######## exec_md_stage ########
**exec_md_stage: PDN straps and rails**

Scale bar: 100 um. Pins as bars on the die edge. Tap cells in gray.
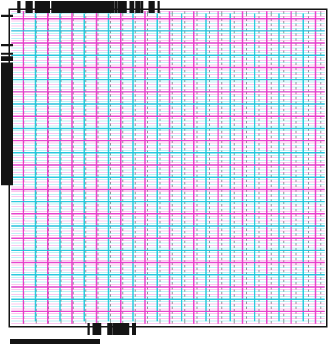
**exec_md_stage: placed cells, one color a class**

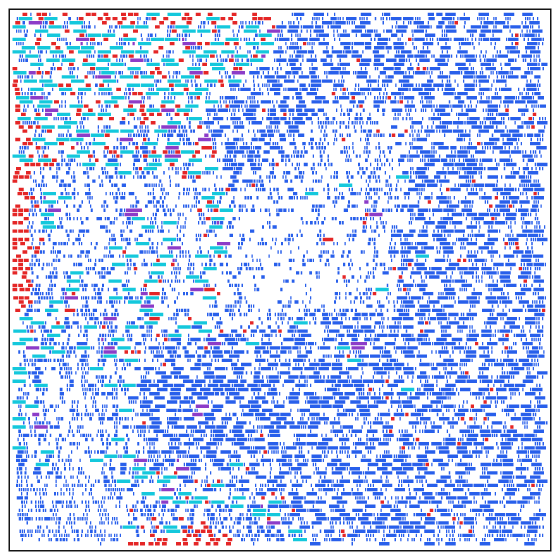
**exec_md_stage: clock distribution**

Scale bar: 100 um.
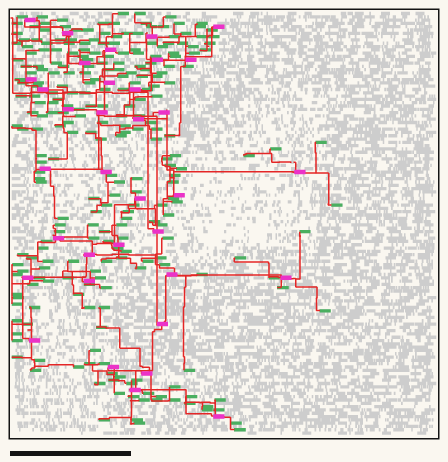
$ cat src/rtl/exec_md_stage.sv
// Execute stage: registers single-cycle ALU results and runs an iterative RV32M/RV64M
// multiply/divide unit, handing each result plus its sideband to the memory-stage register.
module exec_md_stage #(
  parameter int unsigned XLEN       = 32,
  parameter int unsigned CTRL_W     = 24,
  parameter int unsigned MUL_CYCLES = 2
) (
  input  logic              clk_i,
  input  logic              rst_i,
  input  logic              flush_i,
  input  logic              in_valid_i,
  output logic              in_ready_o,
  input  logic              in_md_i,
  input  logic [2:0]        in_md_op_i,
  input  logic [XLEN-1:0]   in_a_i,
  input  logic [XLEN-1:0]   in_b_i,
  input  logic [XLEN-1:0]   in_alu_result_i,
  input  logic [CTRL_W-1:0] in_ctrl_i,
  input  logic [4:0]        in_rd_addr_i,
  input  logic [XLEN-1:0]   in_pcplus_i,
  output logic              out_valid_o,
  input  logic              out_ready_i,
  output logic [XLEN-1:0]   out_result_o,
  output logic [CTRL_W-1:0] out_ctrl_o,
  output logic [4:0]        out_rd_addr_o,
  output logic [XLEN-1:0]   out_pcplus_o,
  output logic              busy_o
);

  localparam int unsigned     CNT_MAX = (XLEN > MUL_CYCLES) ? XLEN : MUL_CYCLES;
  localparam int unsigned     CNT_W   = $clog2(CNT_MAX + 1);
  localparam logic [XLEN-1:0] XMIN    = {1'b1, {(XLEN-1){1'b0}}};

  typedef enum logic [1:0] {
    IDLE = 2'd0,
    MUL  = 2'd1,
    DIV  = 2'd2
  } state_e;

  typedef struct packed {
    logic [CTRL_W-1:0] ctrl;
    logic [4:0]        rd;
    logic [XLEN-1:0]   pcplus;
  } side_t;

  state_e          state_q, state_d;
  logic [CNT_W-1:0] cnt_q, cnt_d;
  logic [1:0]      op_q;
  logic [XLEN-1:0] a_q, b_q, rem_q;
  logic            q_neg_q, r_neg_q;
  side_t           side_q, side_in;

  logic            out_free, accept;
  logic            out_load, div_adv, out_valid_d;
  logic [XLEN-1:0] out_res_d;
  side_t           out_side_d;

  assign side_in = '{ctrl: in_ctrl_i, rd: in_rd_addr_i, pcplus: in_pcplus_i};

  // Divide pre-decode: signed ops work on magnitudes, specials bypass the iteration
  logic            in_div_sgn, in_a_neg, in_b_neg, in_div_zero, in_div_ovf;
  logic [XLEN-1:0] in_a_abs, in_b_abs, in_special;

  assign in_div_sgn  = ~in_md_op_i[0];
  assign in_a_neg    = in_div_sgn & in_a_i[XLEN-1];
  assign in_b_neg    = in_div_sgn & in_b_i[XLEN-1];
  assign in_a_abs    = in_a_neg ? XLEN'(0) - in_a_i : in_a_i;
  assign in_b_abs    = in_b_neg ? XLEN'(0) - in_b_i : in_b_i;
  assign in_div_zero = (in_b_i == {XLEN{1'b0}});
  assign in_div_ovf  = in_div_sgn && (in_a_i == XMIN) && (in_b_i == {XLEN{1'b1}});
  assign in_special  = in_div_zero ? (in_md_op_i[1] ? in_a_i : {XLEN{1'b1}})
                                   : (in_md_op_i[1] ? {XLEN{1'b0}} : XMIN);

  // Multiply: operands extended to 2*XLEN according to the op's signedness
  logic              mul_a_sgn, mul_b_sgn;
  logic [2*XLEN-1:0] mul_a_ext, mul_b_ext, mul_prod;
  logic [XLEN-1:0]   mul_res;

  assign mul_a_sgn = (op_q == 2'd1) || (op_q == 2'd2);
  assign mul_b_sgn = (op_q == 2'd1);
  assign mul_a_ext = {{XLEN{mul_a_sgn & a_q[XLEN-1]}}, a_q};
  assign mul_b_ext = {{XLEN{mul_b_sgn & b_q[XLEN-1]}}, b_q};
  assign mul_prod  = mul_a_ext * mul_b_ext;
  assign mul_res   = (op_q == 2'd0) ? mul_prod[XLEN-1:0] : mul_prod[2*XLEN-1:XLEN];

  // Restoring divide step: a_q shifts the dividend out and the quotient in
  logic [XLEN:0]   div_shift, div_diff;
  logic            div_ge;
  logic [XLEN-1:0] div_rem_n, div_quo_n, div_mag, div_res;

  assign div_shift = {rem_q, a_q[XLEN-1]};
  assign div_diff  = div_shift - {1'b0, b_q};
  assign div_ge    = ~div_diff[XLEN];
  assign div_rem_n = div_ge ? div_diff[XLEN-1:0] : div_shift[XLEN-1:0];
  assign div_quo_n = {a_q[XLEN-2:0], div_ge};
  assign div_mag   = op_q[1] ? div_rem_n : div_quo_n;
  assign div_res   = (op_q[1] ? r_neg_q : q_neg_q) ? XLEN'(0) - div_mag : div_mag;

  assign out_free   = ~out_valid_o | out_ready_i;
  assign in_ready_o = (state_q == IDLE) & out_free & ~flush_i;
  assign accept     = in_valid_i & in_ready_o;
  assign busy_o     = (state_q != IDLE);

  // Next-state and output-register load control
  always_comb begin
    state_d    = state_q;
    cnt_d      = cnt_q;
    out_load   = 1'b0;
    div_adv    = 1'b0;
    out_res_d  = in_alu_result_i;
    out_side_d = side_in;
    unique case (state_q)
      IDLE: begin
        if (accept) begin
          if (!in_md_i) begin
            out_load = 1'b1;
          end else if (!in_md_op_i[2]) begin
            state_d = MUL;
            cnt_d   = CNT_W'(MUL_CYCLES - 1);
          end else if (in_div_zero || in_div_ovf) begin
            out_load  = 1'b1;
            out_res_d = in_special;
          end else begin
            state_d = DIV;
            cnt_d   = CNT_W'(XLEN - 1);
          end
        end
      end
      MUL: begin
        out_res_d  = mul_res;
        out_side_d = side_q;
        if (cnt_q != '0) begin
          cnt_d = cnt_q - CNT_W'(1);
        end else if (out_free) begin
          out_load = 1'b1;
          state_d  = IDLE;
        end
      end
      DIV: begin
        out_res_d  = div_res;
        out_side_d = side_q;
        if (cnt_q != '0) begin
          div_adv = 1'b1;
          cnt_d   = cnt_q - CNT_W'(1);
        end else if (out_free) begin
          out_load = 1'b1;
          state_d  = IDLE;
        end
      end
      default: state_d = IDLE;
    endcase
    if (flush_i) begin
      state_d  = IDLE;
      cnt_d    = '0;
      out_load = 1'b0;
      div_adv  = 1'b0;
    end
    out_valid_d = flush_i ? 1'b0 : (out_load ? 1'b1 : (out_valid_o & ~out_ready_i));
  end

  always_ff @(posedge clk_i or negedge rst_i) begin
    if (!rst_i) begin
      state_q <= IDLE;
      cnt_q   <= '0;
    end else begin
      state_q <= state_d;
      cnt_q   <= cnt_d;
    end
  end

  // Operand and divider working registers
  always_ff @(posedge clk_i or negedge rst_i) begin
    if (!rst_i) begin
      op_q    <= '0;
      a_q     <= '0;
      b_q     <= '0;
      rem_q   <= '0;
      q_neg_q <= 1'b0;
      r_neg_q <= 1'b0;
      side_q  <= '0;
    end else if (accept && in_md_i) begin
      op_q   <= in_md_op_i[1:0];
      side_q <= side_in;
      rem_q  <= '0;
      if (in_md_op_i[2]) begin
        a_q     <= in_a_abs;
        b_q     <= in_b_abs;
        q_neg_q <= in_a_neg ^ in_b_neg;
        r_neg_q <= in_a_neg;
      end else begin
        a_q     <= in_a_i;
        b_q     <= in_b_i;
        q_neg_q <= 1'b0;
        r_neg_q <= 1'b0;
      end
    end else if (div_adv) begin
      a_q   <= div_quo_n;
      rem_q <= div_rem_n;
    end
  end

  always_ff @(posedge clk_i or negedge rst_i) begin
    if (!rst_i) begin
      out_valid_o   <= 1'b0;
      out_result_o  <= '0;
      out_ctrl_o    <= '0;
      out_rd_addr_o <= '0;
      out_pcplus_o  <= '0;
    end else begin
      out_valid_o <= out_valid_d;
      if (out_load) begin
        out_result_o  <= out_res_d;
        out_ctrl_o    <= out_side_d.ctrl;
        out_rd_addr_o <= out_side_d.rd;
        out_pcplus_o  <= out_side_d.pcplus;
      end
    end
  end

endmodule

$ cat config.mk
export PLATFORM = sky130hd
export DESIGN_NAME = exec_md_stage
export DESIGN_NICKNAME = d
export VERILOG_FILES = /design/src/rtl/exec_md_stage.sv
export SDC_FILE = /design/constraint.sdc
export NUM_CORES = 2
export LEC_CHECK = 0
export ABC_AREA = 1
export CAP_MARGIN = 10
export CORE_MARGIN = 1
export CORE_UTILIZATION = 47
export DETAILED_ROUTE_END_ITERATION = 10
export PLACE_DENSITY_LB_ADDON = 0.05
export SETUP_SLACK_MARGIN = 0.15
export SYNTH_ARGS = -nofsm -noshare
export SYNTH_HDL_FRONTEND = slang
export SYNTH_SLANG_ARGS = --single-unit
$ cat constraint.sdc
create_clock -name clk_i -period 10.65 [get_ports clk_i]
set_input_delay 2.13 -clock clk_i [delete_from_list [all_inputs] [get_ports clk_i]]
set_output_delay 2.13 -clock clk_i [all_outputs]
set_load 0.01 [all_outputs]
==> out/results.tsv <==
stage	metric	value	unit
run_status	status	complete, no violations	
logic_synthesis	synth.most_common_cell	nand2_1	
min_path	min_path_cells	2	
logic_synthesis	ys_seq_share	11.41	%
grt	grt_util_all_layers	35.08	%
place	gp_routability_congestion	1.006	
logic_synthesis	syn_avg_cell_area	7.554	sq um
detailed_routing	wl	213.6	mm
logic_synthesis	yosysWarnings	0	
logic_synthesis	synth.top_cell.area_share	39.06	%
logic_synthesis	postSynthNetCount	9188	
logic_synthesis	xor_share	1.427	%
final_timing	fin_crit_sh	89.17	%
worst_setup_path	crit_slowest_cell	dfrtp_1	
logic_synthesis	aoi_share	6.253	%
## Picture notes: 'PDN straps and rails' of exec_md_stage
net	color
VDD	cyan
VSS	magenta
signal pins	262
met1 rails	129
met4 straps	25
rows	128
die height: 352.4 um
Core Box Area: 0.1217 sq mm
Die Wd: 352.4 um

## Picture notes: 'placed cells, one color a class' of exec_md_stage
class	color	cells	share of their area
combinational and other logic	blue	6993	81%
other buffers and delay cells	red	414	6.3%
flops	cyan	263	11%
clock drivers and dummy loads	purple	64	2.0%
flop share of the area: 10.42%
FP Rows: 128
final core occ: 51.95%

## Picture notes: 'clock distribution' of exec_md_stage
[clock drivers] magenta | count: 35
[flip-flops] green | count: 263
[clock wires] red | length: 5340 um
routed clock nets	36
clock latency (worst-skew pair): 0.59 ns

## worst paths after layout
check / from / endpoint / slack, ns
max reg2reg: b_q[1] / out_result_o[16] / 1.15
min reg2reg: side_q[11] / side_q[11] / 0.47
min: side_q[11] / side_q[11] / 0.47
max in group asynchronous: rst_i / side_q[39] / 7.69
max: b_q[1] / out_result_o[16] / 1.15
min in group asynchronous: rst_i / side_q[57] / 1.50
## tightest hold or removal path, stage by stage (launching register included)
cell and delay (ns):
dfrtp_1 0.34, nand2_1 0.05, nand2_1 0.05
## metal layers
metal	GRT usage, %	routed length [um]	share of wire, %
met1	47.57	89690	42
met2	57.98	101200	47
met3	5.211	15340	7.2
met4	10.87	7297	3.4
met5	0	27	0.013
## layout make-up
type                       count  area, sq um  area share (%)
multi-input combinational   5101        42450           67.13
antenna                        6        15.01         0.02374
sequential                   263         6591           10.42
clock buffer                  47        970.9           1.535
timing repair buffer         414         3841           6.074
inverter                    1892         7104           11.23
tap                         1625         2033           3.215
clock inverter                17        226.5          0.3581

######## alu_sequencer ########
**alu_sequencer: PDN straps and rails**

Scale bar: 50 um. Pins as bars on the die edge. Tap cells in gray.
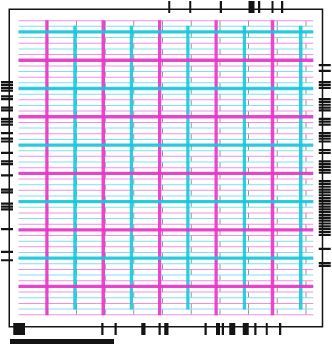
### src/rtl/simple_proc_pkg.sv
// Shared types for the simple processor: ALU select codes, opcodes, sequencer
// states and instruction field positions.
package simple_proc_pkg;

  localparam int OPC_LSB = 12;
  localparam int RX_LSB  = 9;
  localparam int RY_LSB  = 6;
  localparam int OPC_W   = 4;
  localparam int FLD_W   = 3;

  typedef enum logic [2:0] {
    SEL_ZERO    = 3'd0,
    SEL_ADD     = 3'd1,
    SEL_ABSDIFF = 3'd2,
    SEL_PASSA   = 3'd3,
    SEL_XOR     = 3'd4,
    SEL_OR      = 3'd5,
    SEL_AND     = 3'd6,
    SEL_INC     = 3'd7
  } alu_sel_e;

  typedef enum logic [3:0] {
    OP_NOP     = 4'd0,
    OP_LOAD    = 4'd1,
    OP_MOV     = 4'd2,
    OP_ADD     = 4'd3,
    OP_ABSDIFF = 4'd4,
    OP_XOR     = 4'd5,
    OP_OR      = 4'd6,
    OP_AND     = 4'd7,
    OP_INC     = 4'd8,
    OP_CLR     = 4'd9
  } opcode_e;

  typedef enum logic [2:0] {
    IDLE   = 3'd0,
    DECODE = 3'd1,
    EXEC   = 3'd2,
    DONE   = 3'd3,
    HALT   = 3'd4
  } seq_state_e;

  function automatic logic is_legal(input logic [OPC_W-1:0] opc);
    return opc <= 4'(OP_CLR);
  endfunction

endpackage

### src/rtl/reg_file.sv
// NREGS x DATA_W register file: two combinational read ports, one synchronous
// write port, whole array cleared synchronously by Reset.
module reg_file #(
  parameter int DATA_W = 16,
  parameter int NREGS  = 8,
  parameter int AW     = $clog2(NREGS)
) (
  input  logic              Clock,
  input  logic              Reset,
  input  logic [AW-1:0]     rd_a_idx,
  input  logic [AW-1:0]     rd_b_idx,
  output logic [DATA_W-1:0] rd_a_data,
  output logic [DATA_W-1:0] rd_b_data,
  input  logic              wr_en,
  input  logic [AW-1:0]     wr_idx,
  input  logic [DATA_W-1:0] wr_data
);

  logic [NREGS-1:0][DATA_W-1:0] regs_q;
  logic [NREGS-1:0][DATA_W-1:0] regs_d;

  assign rd_a_data = regs_q[rd_a_idx];
  assign rd_b_data = regs_q[rd_b_idx];

  always_comb begin
    regs_d = regs_q;
    if (wr_en) regs_d[wr_idx] = wr_data;
  end

  // Reset wins over a same-cycle write so a dropped instruction leaves no trace.
  always_ff @(posedge Clock) begin
    if (Reset) regs_q <= '0;
    else       regs_q <= regs_d;
  end

endmodule

### src/rtl/alu_sequencer.sv
// Sequencer driving an external combinational ALU: IDLE -> DECODE -> EXEC -> DONE.
// Optional macro ILLEGAL_TRAP_EN traps illegal opcodes into a sticky HALT with err.
module alu_sequencer
  import simple_proc_pkg::*;
#(
  parameter int DATA_W = 16,
  parameter int NREGS  = 8
) (
  input  logic              Clock,
  input  logic              Reset,
  input  logic              instr_valid,
  input  logic [15:0]       instr,
  input  logic [DATA_W-1:0] data_in,
  output logic              instr_ready,
  output logic [DATA_W-1:0] alu_A,
  output logic [DATA_W-1:0] alu_B,
  output logic [2:0]        alu_s,
  input  logic [DATA_W-1:0] alu_Q,
  output logic              done,
  output logic [DATA_W-1:0] result,
  output logic              err,
  output logic [2:0]        dbg_state
);

  localparam int AW = $clog2(NREGS);

  // Handshake: an instruction transfers on a rising edge where
  // instr_valid && instr_ready && !Reset; instr_ready is high only in IDLE.

  seq_state_e         state_q, state_d;
  logic [OPC_W-1:0]   opc_q, opc_d;
  logic [FLD_W-1:0]   rx_q, rx_d;
  logic [FLD_W-1:0]   ry_q, ry_d;
  logic [DATA_W-1:0]  data_q, data_d;
  logic [DATA_W-1:0]  alu_a_q, alu_a_d;
  logic [DATA_W-1:0]  alu_b_q, alu_b_d;
  logic [2:0]         alu_s_q, alu_s_d;
  logic               done_q, done_d;
  logic [DATA_W-1:0]  result_q, result_d;
  logic               err_q, err_d;

  logic [DATA_W-1:0]  rd_a_data, rd_b_data;
  logic               wr_en;
  logic [DATA_W-1:0]  wr_data;
  logic               writes_rx;
  logic               unused_bits;

  assign unused_bits = ^{instr[5:0], rx_q, ry_q};
  assign writes_rx   = (opc_q >= 4'(OP_LOAD)) && (opc_q <= 4'(OP_CLR));

  reg_file #(.DATA_W(DATA_W), .NREGS(NREGS)) u_reg_file (
    .Clock     (Clock),
    .Reset     (Reset),
    .rd_a_idx  (rx_q[AW-1:0]),
    .rd_b_idx  (ry_q[AW-1:0]),
    .rd_a_data (rd_a_data),
    .rd_b_data (rd_b_data),
    .wr_en     (wr_en),
    .wr_idx    (rx_q[AW-1:0]),
    .wr_data   (wr_data)
  );

  always_comb begin
    state_d  = state_q;
    opc_d    = opc_q;
    rx_d     = rx_q;
    ry_d     = ry_q;
    data_d   = data_q;
    alu_a_d  = alu_a_q;
    alu_b_d  = alu_b_q;
    alu_s_d  = alu_s_q;
    done_d   = 1'b0;
    result_d = result_q;
    err_d    = err_q;
    wr_en    = 1'b0;
    wr_data  = (opc_q == 4'(OP_LOAD)) ? data_q : alu_Q;

    case (state_q)
      IDLE: begin
        if (instr_valid) begin
          opc_d   = instr[OPC_LSB +: OPC_W];
          rx_d    = instr[RX_LSB +: FLD_W];
          ry_d    = instr[RY_LSB +: FLD_W];
          data_d  = data_in;
          state_d = DECODE;
        end
      end
      DECODE: begin
        alu_a_d = '0;
        alu_b_d = '0;
        alu_s_d = SEL_ZERO;
        case (opc_q)
          OP_MOV:     begin alu_a_d = rd_b_data; alu_s_d = SEL_PASSA; end
          OP_ADD:     begin alu_a_d = rd_a_data; alu_b_d = rd_b_data; alu_s_d = SEL_ADD; end
          OP_ABSDIFF: begin alu_a_d = rd_a_data; alu_b_d = rd_b_data; alu_s_d = SEL_ABSDIFF; end
          OP_XOR:     begin alu_a_d = rd_a_data; alu_b_d = rd_b_data; alu_s_d = SEL_XOR; end
          OP_OR:      begin alu_a_d = rd_a_data; alu_b_d = rd_b_data; alu_s_d = SEL_OR; end
          OP_AND:     begin alu_a_d = rd_a_data; alu_b_d = rd_b_data; alu_s_d = SEL_AND; end
          OP_INC:     begin alu_a_d = rd_a_data; alu_s_d = SEL_INC; end
          default:    ;
        endcase
        state_d = EXEC;
      end
      EXEC: begin
        wr_en    = writes_rx;
        result_d = writes_rx ? wr_data : '0;
        done_d   = 1'b1;
`ifdef ILLEGAL_TRAP_EN
        if (!is_legal(opc_q)) err_d = 1'b1;
`endif
        state_d  = DONE;
      end
      DONE: begin
`ifdef ILLEGAL_TRAP_EN
        state_d = err_q ? HALT : IDLE;
`else
        state_d = IDLE;
`endif
      end
      HALT:    state_d = HALT;
      default: state_d = IDLE;
    endcase
  end

  always_ff @(posedge Clock) begin
    if (Reset) begin
      state_q  <= IDLE;
      opc_q    <= '0;
      rx_q     <= '0;
      ry_q     <= '0;
      data_q   <= '0;
      alu_a_q  <= '0;
      alu_b_q  <= '0;
      alu_s_q  <= '0;
      done_q   <= 1'b0;
      result_q <= '0;
      err_q    <= 1'b0;
    end else begin
      state_q  <= state_d;
      opc_q    <= opc_d;
      rx_q     <= rx_d;
      ry_q     <= ry_d;
      data_q   <= data_d;
      alu_a_q  <= alu_a_d;
      alu_b_q  <= alu_b_d;
      alu_s_q  <= alu_s_d;
      done_q   <= done_d;
      result_q <= result_d;
      err_q    <= err_d;
    end
  end

  assign instr_ready = (state_q == IDLE);
  assign alu_A       = alu_a_q;
  assign alu_B       = alu_b_q;
  assign alu_s       = alu_s_q;
  assign done        = done_q;
  assign result      = result_q;
  assign err         = err_q;
  assign dbg_state   = state_q;

endmodule
### config.mk
export PLATFORM = sky130hd
export DESIGN_NAME = alu_sequencer
export DESIGN_NICKNAME = d
export VERILOG_FILES = /design/src/rtl/simple_proc_pkg.sv /design/src/rtl/reg_file.sv /design/src/rtl/alu_sequencer.sv
export SDC_FILE = /design/constraint.sdc
export NUM_CORES = 1
export LEC_CHECK = 0
export CAP_MARGIN = 0
export CORE_AREA = 4 4 146 148
export DETAILED_ROUTE_END_ITERATION = 7
export DIE_AREA = 0 0 150 152
export PLACE_DENSITY = 0.74
export SYNTH_ARGS = -nofsm -noshare
export SYNTH_HDL_FRONTEND = slang
export SYNTH_SLANG_ARGS = --single-unit
### constraint.sdc
create_clock -name Clock -period 3.3 [get_ports Clock]
set_input_delay 0.66 -clock Clock [delete_from_list [all_inputs] [get_ports Clock]]
set_output_delay 0.66 -clock Clock [all_outputs]
set_load 0.02 [all_outputs]
==> out/results.tsv <==
stage	metric	value	unit
run_status	status	complete, no violations	
finish	lay_top_cells	dfxtp_1, nor2_1, clkdlybuf4s50_1	
power_and_ir_drop	p_comb	0.645	mW
logic_synthesis	synth-edff-count	0	
final_timing	relSlewSlack	13.33	%
finish	largest_cell_class	combinational gates	
logic_synthesis	ys_seq_elements	209	
final_timing	skew	0.008946	ns
clock_tree	clk_latency	0.51	ns
grt	antenna_found_initial	0	
logic_synthesis	ys_cells	931	
finish	buf_share	11.07	%
detailed_routing	vias	7434	
finish	regMostFlops	u_reg_file.regs_q	
logic_synthesis	yosysWarnings	0	
logic_synthesis	syn_avg_cell_area	10.54	sq um
worst_setup_path	cp_top_family	simple AND/OR/NAND/NOR gates	
logic_synthesis	async_reset_ff_share	0	%
final_timing	fin_ws	0.7303	ns
finish	logic_area	0.005229	sq mm
detailed_routing	drt_iter0_drc	480	
About 'PDN straps and rails' of alu_sequencer:
net	color
VDD	cyan
VSS	magenta
met4 straps	10
tap cells	270
rows	52
Die Wd: 150 um
die height: 152 um
maximum VDD drop: 0.2860 mV
Core Box Area: 0.02004 sq mm

path summary, 6_finish.rpt:
| kind | end | from | cells after the start |
|---|---|---|---|
| max | result[5] | dbg_state[1] | 5 |
| min | alu_s[2] | alu_s[2] | 2 |
| max reg2reg | result[5] | dbg_state[1] | 5 |
| min reg2reg | alu_s[2] | alu_s[2] | 2 |
stage by stage:
step	std cells	util (%)	hold slack (ns)	area (sq um)	power (mW)
floorplan	931	-	0.4455	9811	3.104
global placement	1245	55.17	0.4398	11060	3.323
detailed placement	1245	55.17	0.4593	11060	3.332
CTS	1283	58.71	0.4679	11770	5.767
global route	1283	58.71	0.4767	11770	5.919
finish	1284	58.72	0.4603	11770	5.720
kinds of logic (layout without fill, tap and decap cells):
logic type                count (synthesis)  in the layout  synth area share, %
and+or+nand+nor                         280            280                13.11
buffers and inverters                    91            173                4.323
muxes                                   176            176                26.32
other                                     1              2              0.03822
xor gates and xnor gates                  2              2               0.1786
AOI/OAI and AO/OA                       172            172                13.38
DFF                                     209            209                42.65
per-layer routing:
layer,global-route usage [%],up-vias,routed length [um]
li1,-,3575,-
met1,30.80,3597,11310
met2,34.85,227,11660
met3,4.111,35,1701
met4,6.144,0,429
met5,0,-,0

######## fifo_rr_scheduler ########
--- config.mk ---
export PLATFORM = sky130hd
export DESIGN_NAME = fifo_rr_scheduler
export DESIGN_NICKNAME = d
export VERILOG_FILES = /design/src/rtl/fifo_rr_scheduler.sv
export SDC_FILE = /design/constraint.sdc
export NUM_CORES = 1
export LEC_CHECK = 0
export CORE_MARGIN = 10
export CORE_UTILIZATION = 47
export CTS_CLUSTER_SIZE = 30
export DETAILED_ROUTE_END_ITERATION = 8
export GPL_TIMING_DRIVEN = 1
export PLACE_DENSITY = 0.85
export RECOVER_POWER = 25
export SLEW_MARGIN = 15
export SYNTH_ARGS = -nofsm -noshare
export SYNTH_HDL_FRONTEND = slang
export SYNTH_SLANG_ARGS = --single-unit
--- constraint.sdc ---
create_clock -name clk -period 8.5 [get_ports clk]
set_input_delay 2.125 -clock clk [delete_from_list [all_inputs] [get_ports clk]]
set_output_delay 2.125 -clock clk [all_outputs]
set_load 0.01 [all_outputs]
--- src/rtl/fifo_rr_scheduler.sv ---
// Round-robin drain of four upstream FIFOs into one downstream FIFO, with burst limit and almost_full urgency.
// Latency: pop -> push_out one cycle. Backpressure: no pop while downstream full/almost_full; an in-flight word still pushes.
module fifo_rr_scheduler #(
  parameter int DATA_WIDTH = 4,
  parameter int BURST      = 4
) (
  input  logic                    clk,
  input  logic                    reset,
  input  logic [3:0]              empty,
  input  logic [3:0]              almost_empty,
  input  logic [3:0]              almost_full,
  input  logic [4*DATA_WIDTH-1:0] q_in,
  input  logic                    out_full,
  input  logic                    out_almost_full,
  output logic [3:0]              pop,
  output logic [DATA_WIDTH-1:0]   data_out,
  output logic                    push_out,
  output logic [1:0]              grant_id,
  output logic                    busy,
  output logic                    error
);

  typedef enum logic {IDLE, SERVE} state_t;

  localparam logic [3:0] BURST_L = 4'(BURST);

  state_t     state_q, state_d;
  logic [1:0] rr_ptr_q, rr_ptr_d;
  logic [1:0] grant_q, grant_d;
  logic [3:0] burst_cnt_q, burst_cnt_d;
  logic [3:0] pop_prev_q, pop_prev_d;
  logic       push_q, push_d;
  logic [1:0] pidx_q, pidx_d;
  logic       error_q, error_d;

  logic       stall;
  logic [3:0] elig;
  logic [3:0] urgent;
  logic [3:0] cand;
  logic [1:0] sel;
  logic       can_cont;

  // Upstream flags lag by a cycle: a channel popped last cycle that already
  // reported almost_empty may really be empty now.
  assign elig     = ~empty & ~(pop_prev_q & almost_empty);
  assign stall    = out_almost_full | out_full;
  assign urgent   = elig & almost_full;
  assign cand     = (|urgent) ? urgent : elig;
  assign can_cont = elig[grant_q] & ~stall & (burst_cnt_q < BURST_L);

  always_comb begin
    logic [1:0] idx;
    logic       found;
    sel   = rr_ptr_q;
    found = 1'b0;
    idx   = rr_ptr_q;
    for (int k = 0; k < 4; k++) begin
      idx = rr_ptr_q + k[1:0];
      if (!found && cand[idx]) begin
        sel   = idx;
        found = 1'b1;
      end
    end
  end

  always_ff @(posedge clk or negedge reset) begin
    if (!reset) begin
      state_q     <= IDLE;
      rr_ptr_q    <= '0;
      grant_q     <= '0;
      burst_cnt_q <= '0;
      pop_prev_q  <= '0;
      push_q      <= 1'b0;
      pidx_q      <= '0;
      error_q     <= 1'b0;
    end else begin
      state_q     <= state_d;
      rr_ptr_q    <= rr_ptr_d;
      grant_q     <= grant_d;
      burst_cnt_q <= burst_cnt_d;
      pop_prev_q  <= pop_prev_d;
      push_q      <= push_d;
      pidx_q      <= pidx_d;
      error_q     <= error_d;
    end
  end

  always_comb begin
    state_d     = state_q;
    rr_ptr_d    = rr_ptr_q;
    grant_d     = grant_q;
    burst_cnt_d = burst_cnt_q;
    case (state_q)
      IDLE: begin
        if (!stall && (|elig)) begin
          state_d     = SERVE;
          grant_d     = sel;
          burst_cnt_d = 4'd1;
        end
      end
      SERVE: begin
        if (can_cont) begin
          burst_cnt_d = burst_cnt_q + 4'd1;
        end else begin
          // Rotation always passes through IDLE, giving the mandatory gap cycle.
          rr_ptr_d    = grant_q + 2'd1;
          burst_cnt_d = '0;
          state_d     = IDLE;
        end
      end
      default: state_d = IDLE;
    endcase

    pop_prev_d = pop;
    push_d     = |pop;
    pidx_d     = pidx_q;
    for (int i = 0; i < 4; i++) begin
      if (pop[i]) pidx_d = i[1:0];
    end
    error_d = error_q | (push_q & out_full);
  end

  always_comb begin
    pop  = '0;
    busy = 1'b0;
    case (state_q)
      IDLE: begin
        if (!stall && (|elig)) pop[sel] = 1'b1;
      end
      SERVE: begin
        busy = 1'b1;
        if (can_cont) pop[grant_q] = 1'b1;
      end
      default: pop = '0;
    endcase
    if (!reset) pop = '0;
  end

  // Upstream read data arrives the cycle after the pop, alongside push_out.
  assign data_out = push_q ? q_in[int'(pidx_q)*DATA_WIDTH +: DATA_WIDTH] : '0;
  assign push_out = push_q;
  assign grant_id = grant_q;
  assign error    = error_q;

endmodule
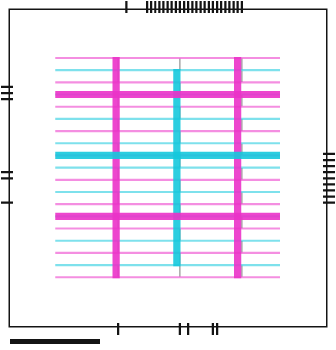
**Above:** fifo_rr_scheduler (PDN straps and rails).
Scale bar: 20 um. Pins as bars on the die edge. Tap cells in gray.
net	color
VDD	cyan
VSS	magenta
met5 straps	3
met1 rails	19
tap cells	30
Core Box Area: 0.002455 sq mm
Die Wd: 70.56 um
maximum VDD drop: 0.1844 mV

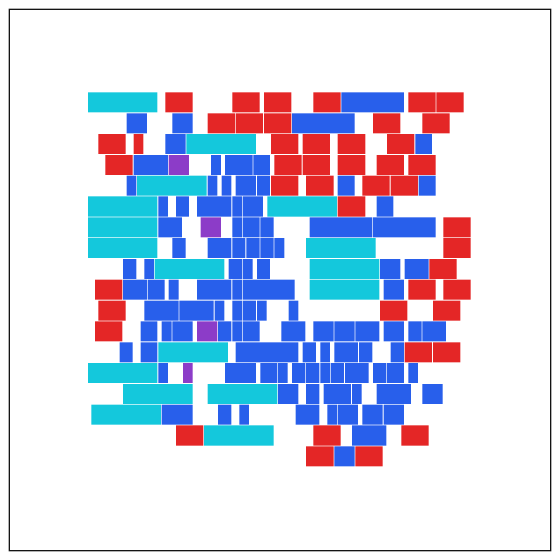
**Above:** fifo_rr_scheduler (placed cells, one color a class).
class	color	cells	share of their area
other buffers and delay cells	red	45	27%
clock drivers and dummy loads	purple	4	1.6%
flops	cyan	17	26%
combinational and other logic	blue	105	46%
flop share of the area: 25.06%
final instance area: 0.001698 sq mm
final core occ: 69.16%

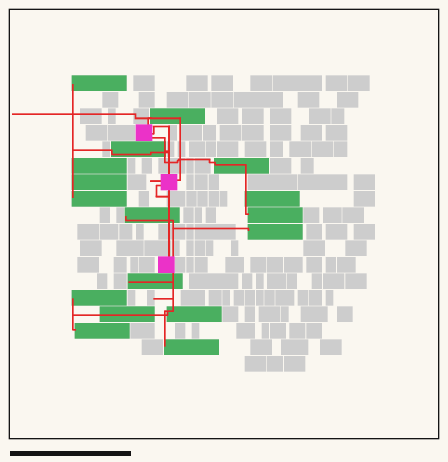
**Above:** fifo_rr_scheduler (clock distribution).
Scale bar: 20 um.
[flip-flops] green | count: 17
[clock wires] red | length: 228 um
[clock drivers] magenta | count: 3
routed clock nets	4
Setup Skew: 0.002664 ns
clk pwr: 0.0435 mW

==> out/results.tsv <==
stage	metric	value	unit
logic_synthesis	ys_cells	124	
detailed_routing	highest_layer	met4	
detailed_routing	wl_met1	1.453	mm
detailed_routing	wl	3.631	mm
finish	regArea	425.4	sq um
power_and_ir_drop	p_comb_share	49.5	%
finish	comb_area_share	43.70	%
logic_synthesis	postSynthNetCount	161	
final_timing	worst_pin_slew	1.324	ns
clock_tree	clk_latency	0.29	ns
detailed_routing	drt_iter0_drc	93	
grt	grt_max_degree	30	
clock_tree	clk_pin_slew_worst_paths	0.09	ns
finish	fillers	195	
min_path	hp-class	reg -> reg	
detailed_routing	drc	0	
logic_synthesis	ff_type	dfrtp_1	
power_and_ir_drop	largestPowerGroup	combinational logic	
final_timing	fin_crit_sh	83.38	%
floorplan	initial_utilization	48.93	%
floorplan	ios	45	
finish	lay_top_cells	clkdlybuf4s50_1, dfrtp_1, nand2_1	
detailed_routing	vias	1203	
run_status	status	complete, no violations	
finish	antenna_cells	0	
finish	flop-count	17	
detailed_routing	wl_met2	1.876	mm
grt	top_usage_layer	met2	
kinds of logic after synthesis:
group	synth area share, %
compound gates	29.38
fa+ha+maj	5.208
mux	10.31
flops	35.42
simple gates	16.88
buf+inv	2.812
final timing paths:
path | cells after the start | to | slack [ns] | start
max | 9 | pop[3] | 1.41 | empty[2]
min | 1 | error | 0.46 | error
max reg2reg | 8 | pidx_q[0] | 6.06 | pop_prev_q[2]
min reg2reg | 1 | error | 0.46 | error
max in group asynchronous | 2 | pop_prev_q[0] | 5.09 | reset
min in group asynchronous | 2 | error | 2.64 | reset
through the flow:
stage	utilization (%)	std cells
after global placement	68.25	197
after global routing	69.16	201
final	69.16	201
after detailed placement	68.25	197
after floorplan	-	124
after CTS	69.32	201
synthesized netlist by cell type (2+ instances only):
cell type   n  area, sq um
a21o_1      6        45.04
a21oi_1     8        40.04
a21oi_2     2        17.52
a22o_1      2        17.52
a31oi_1     2        12.51
and2_1      5        31.28
dfrtp_1    17        425.4
ha_1        5        62.56
inv_1       6        22.52
mux4_2      5        112.6
nand2_1    15        56.30
nand2b_1    2        12.51
nand3_1     4        20.02
nand3b_1    2        15.01
nor2_1      5        18.77
o211ai_1    2        15.01
o21a_1      3        22.52
o21ai_0    10        50.05


## Gallery

Clock wiring as the flow saved it.
(a)
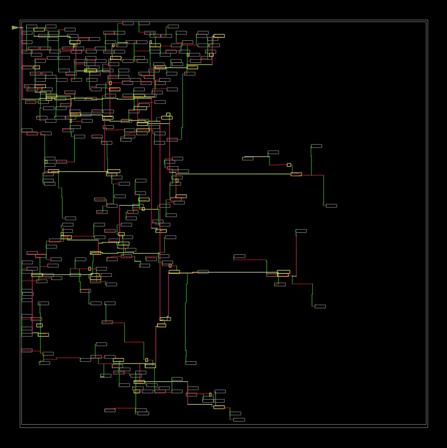
(b)
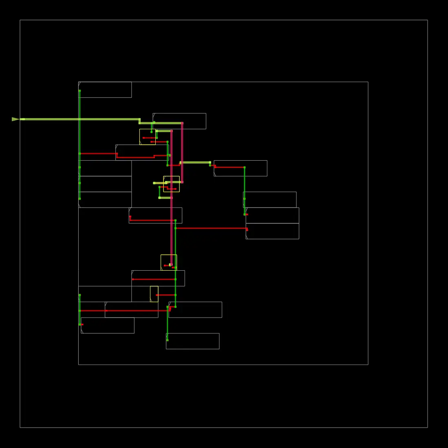
(c)
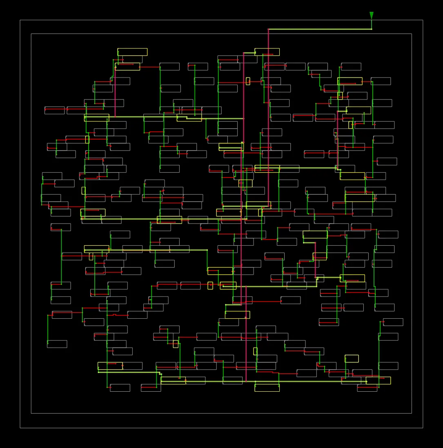
- (a) = exec_md_stage
- (c) = alu_sequencer
- (b) = fifo_rr_scheduler
- fewest clock buffers: (b)

Power figures rest on the tool's default switching activity, not on a simulated workload.
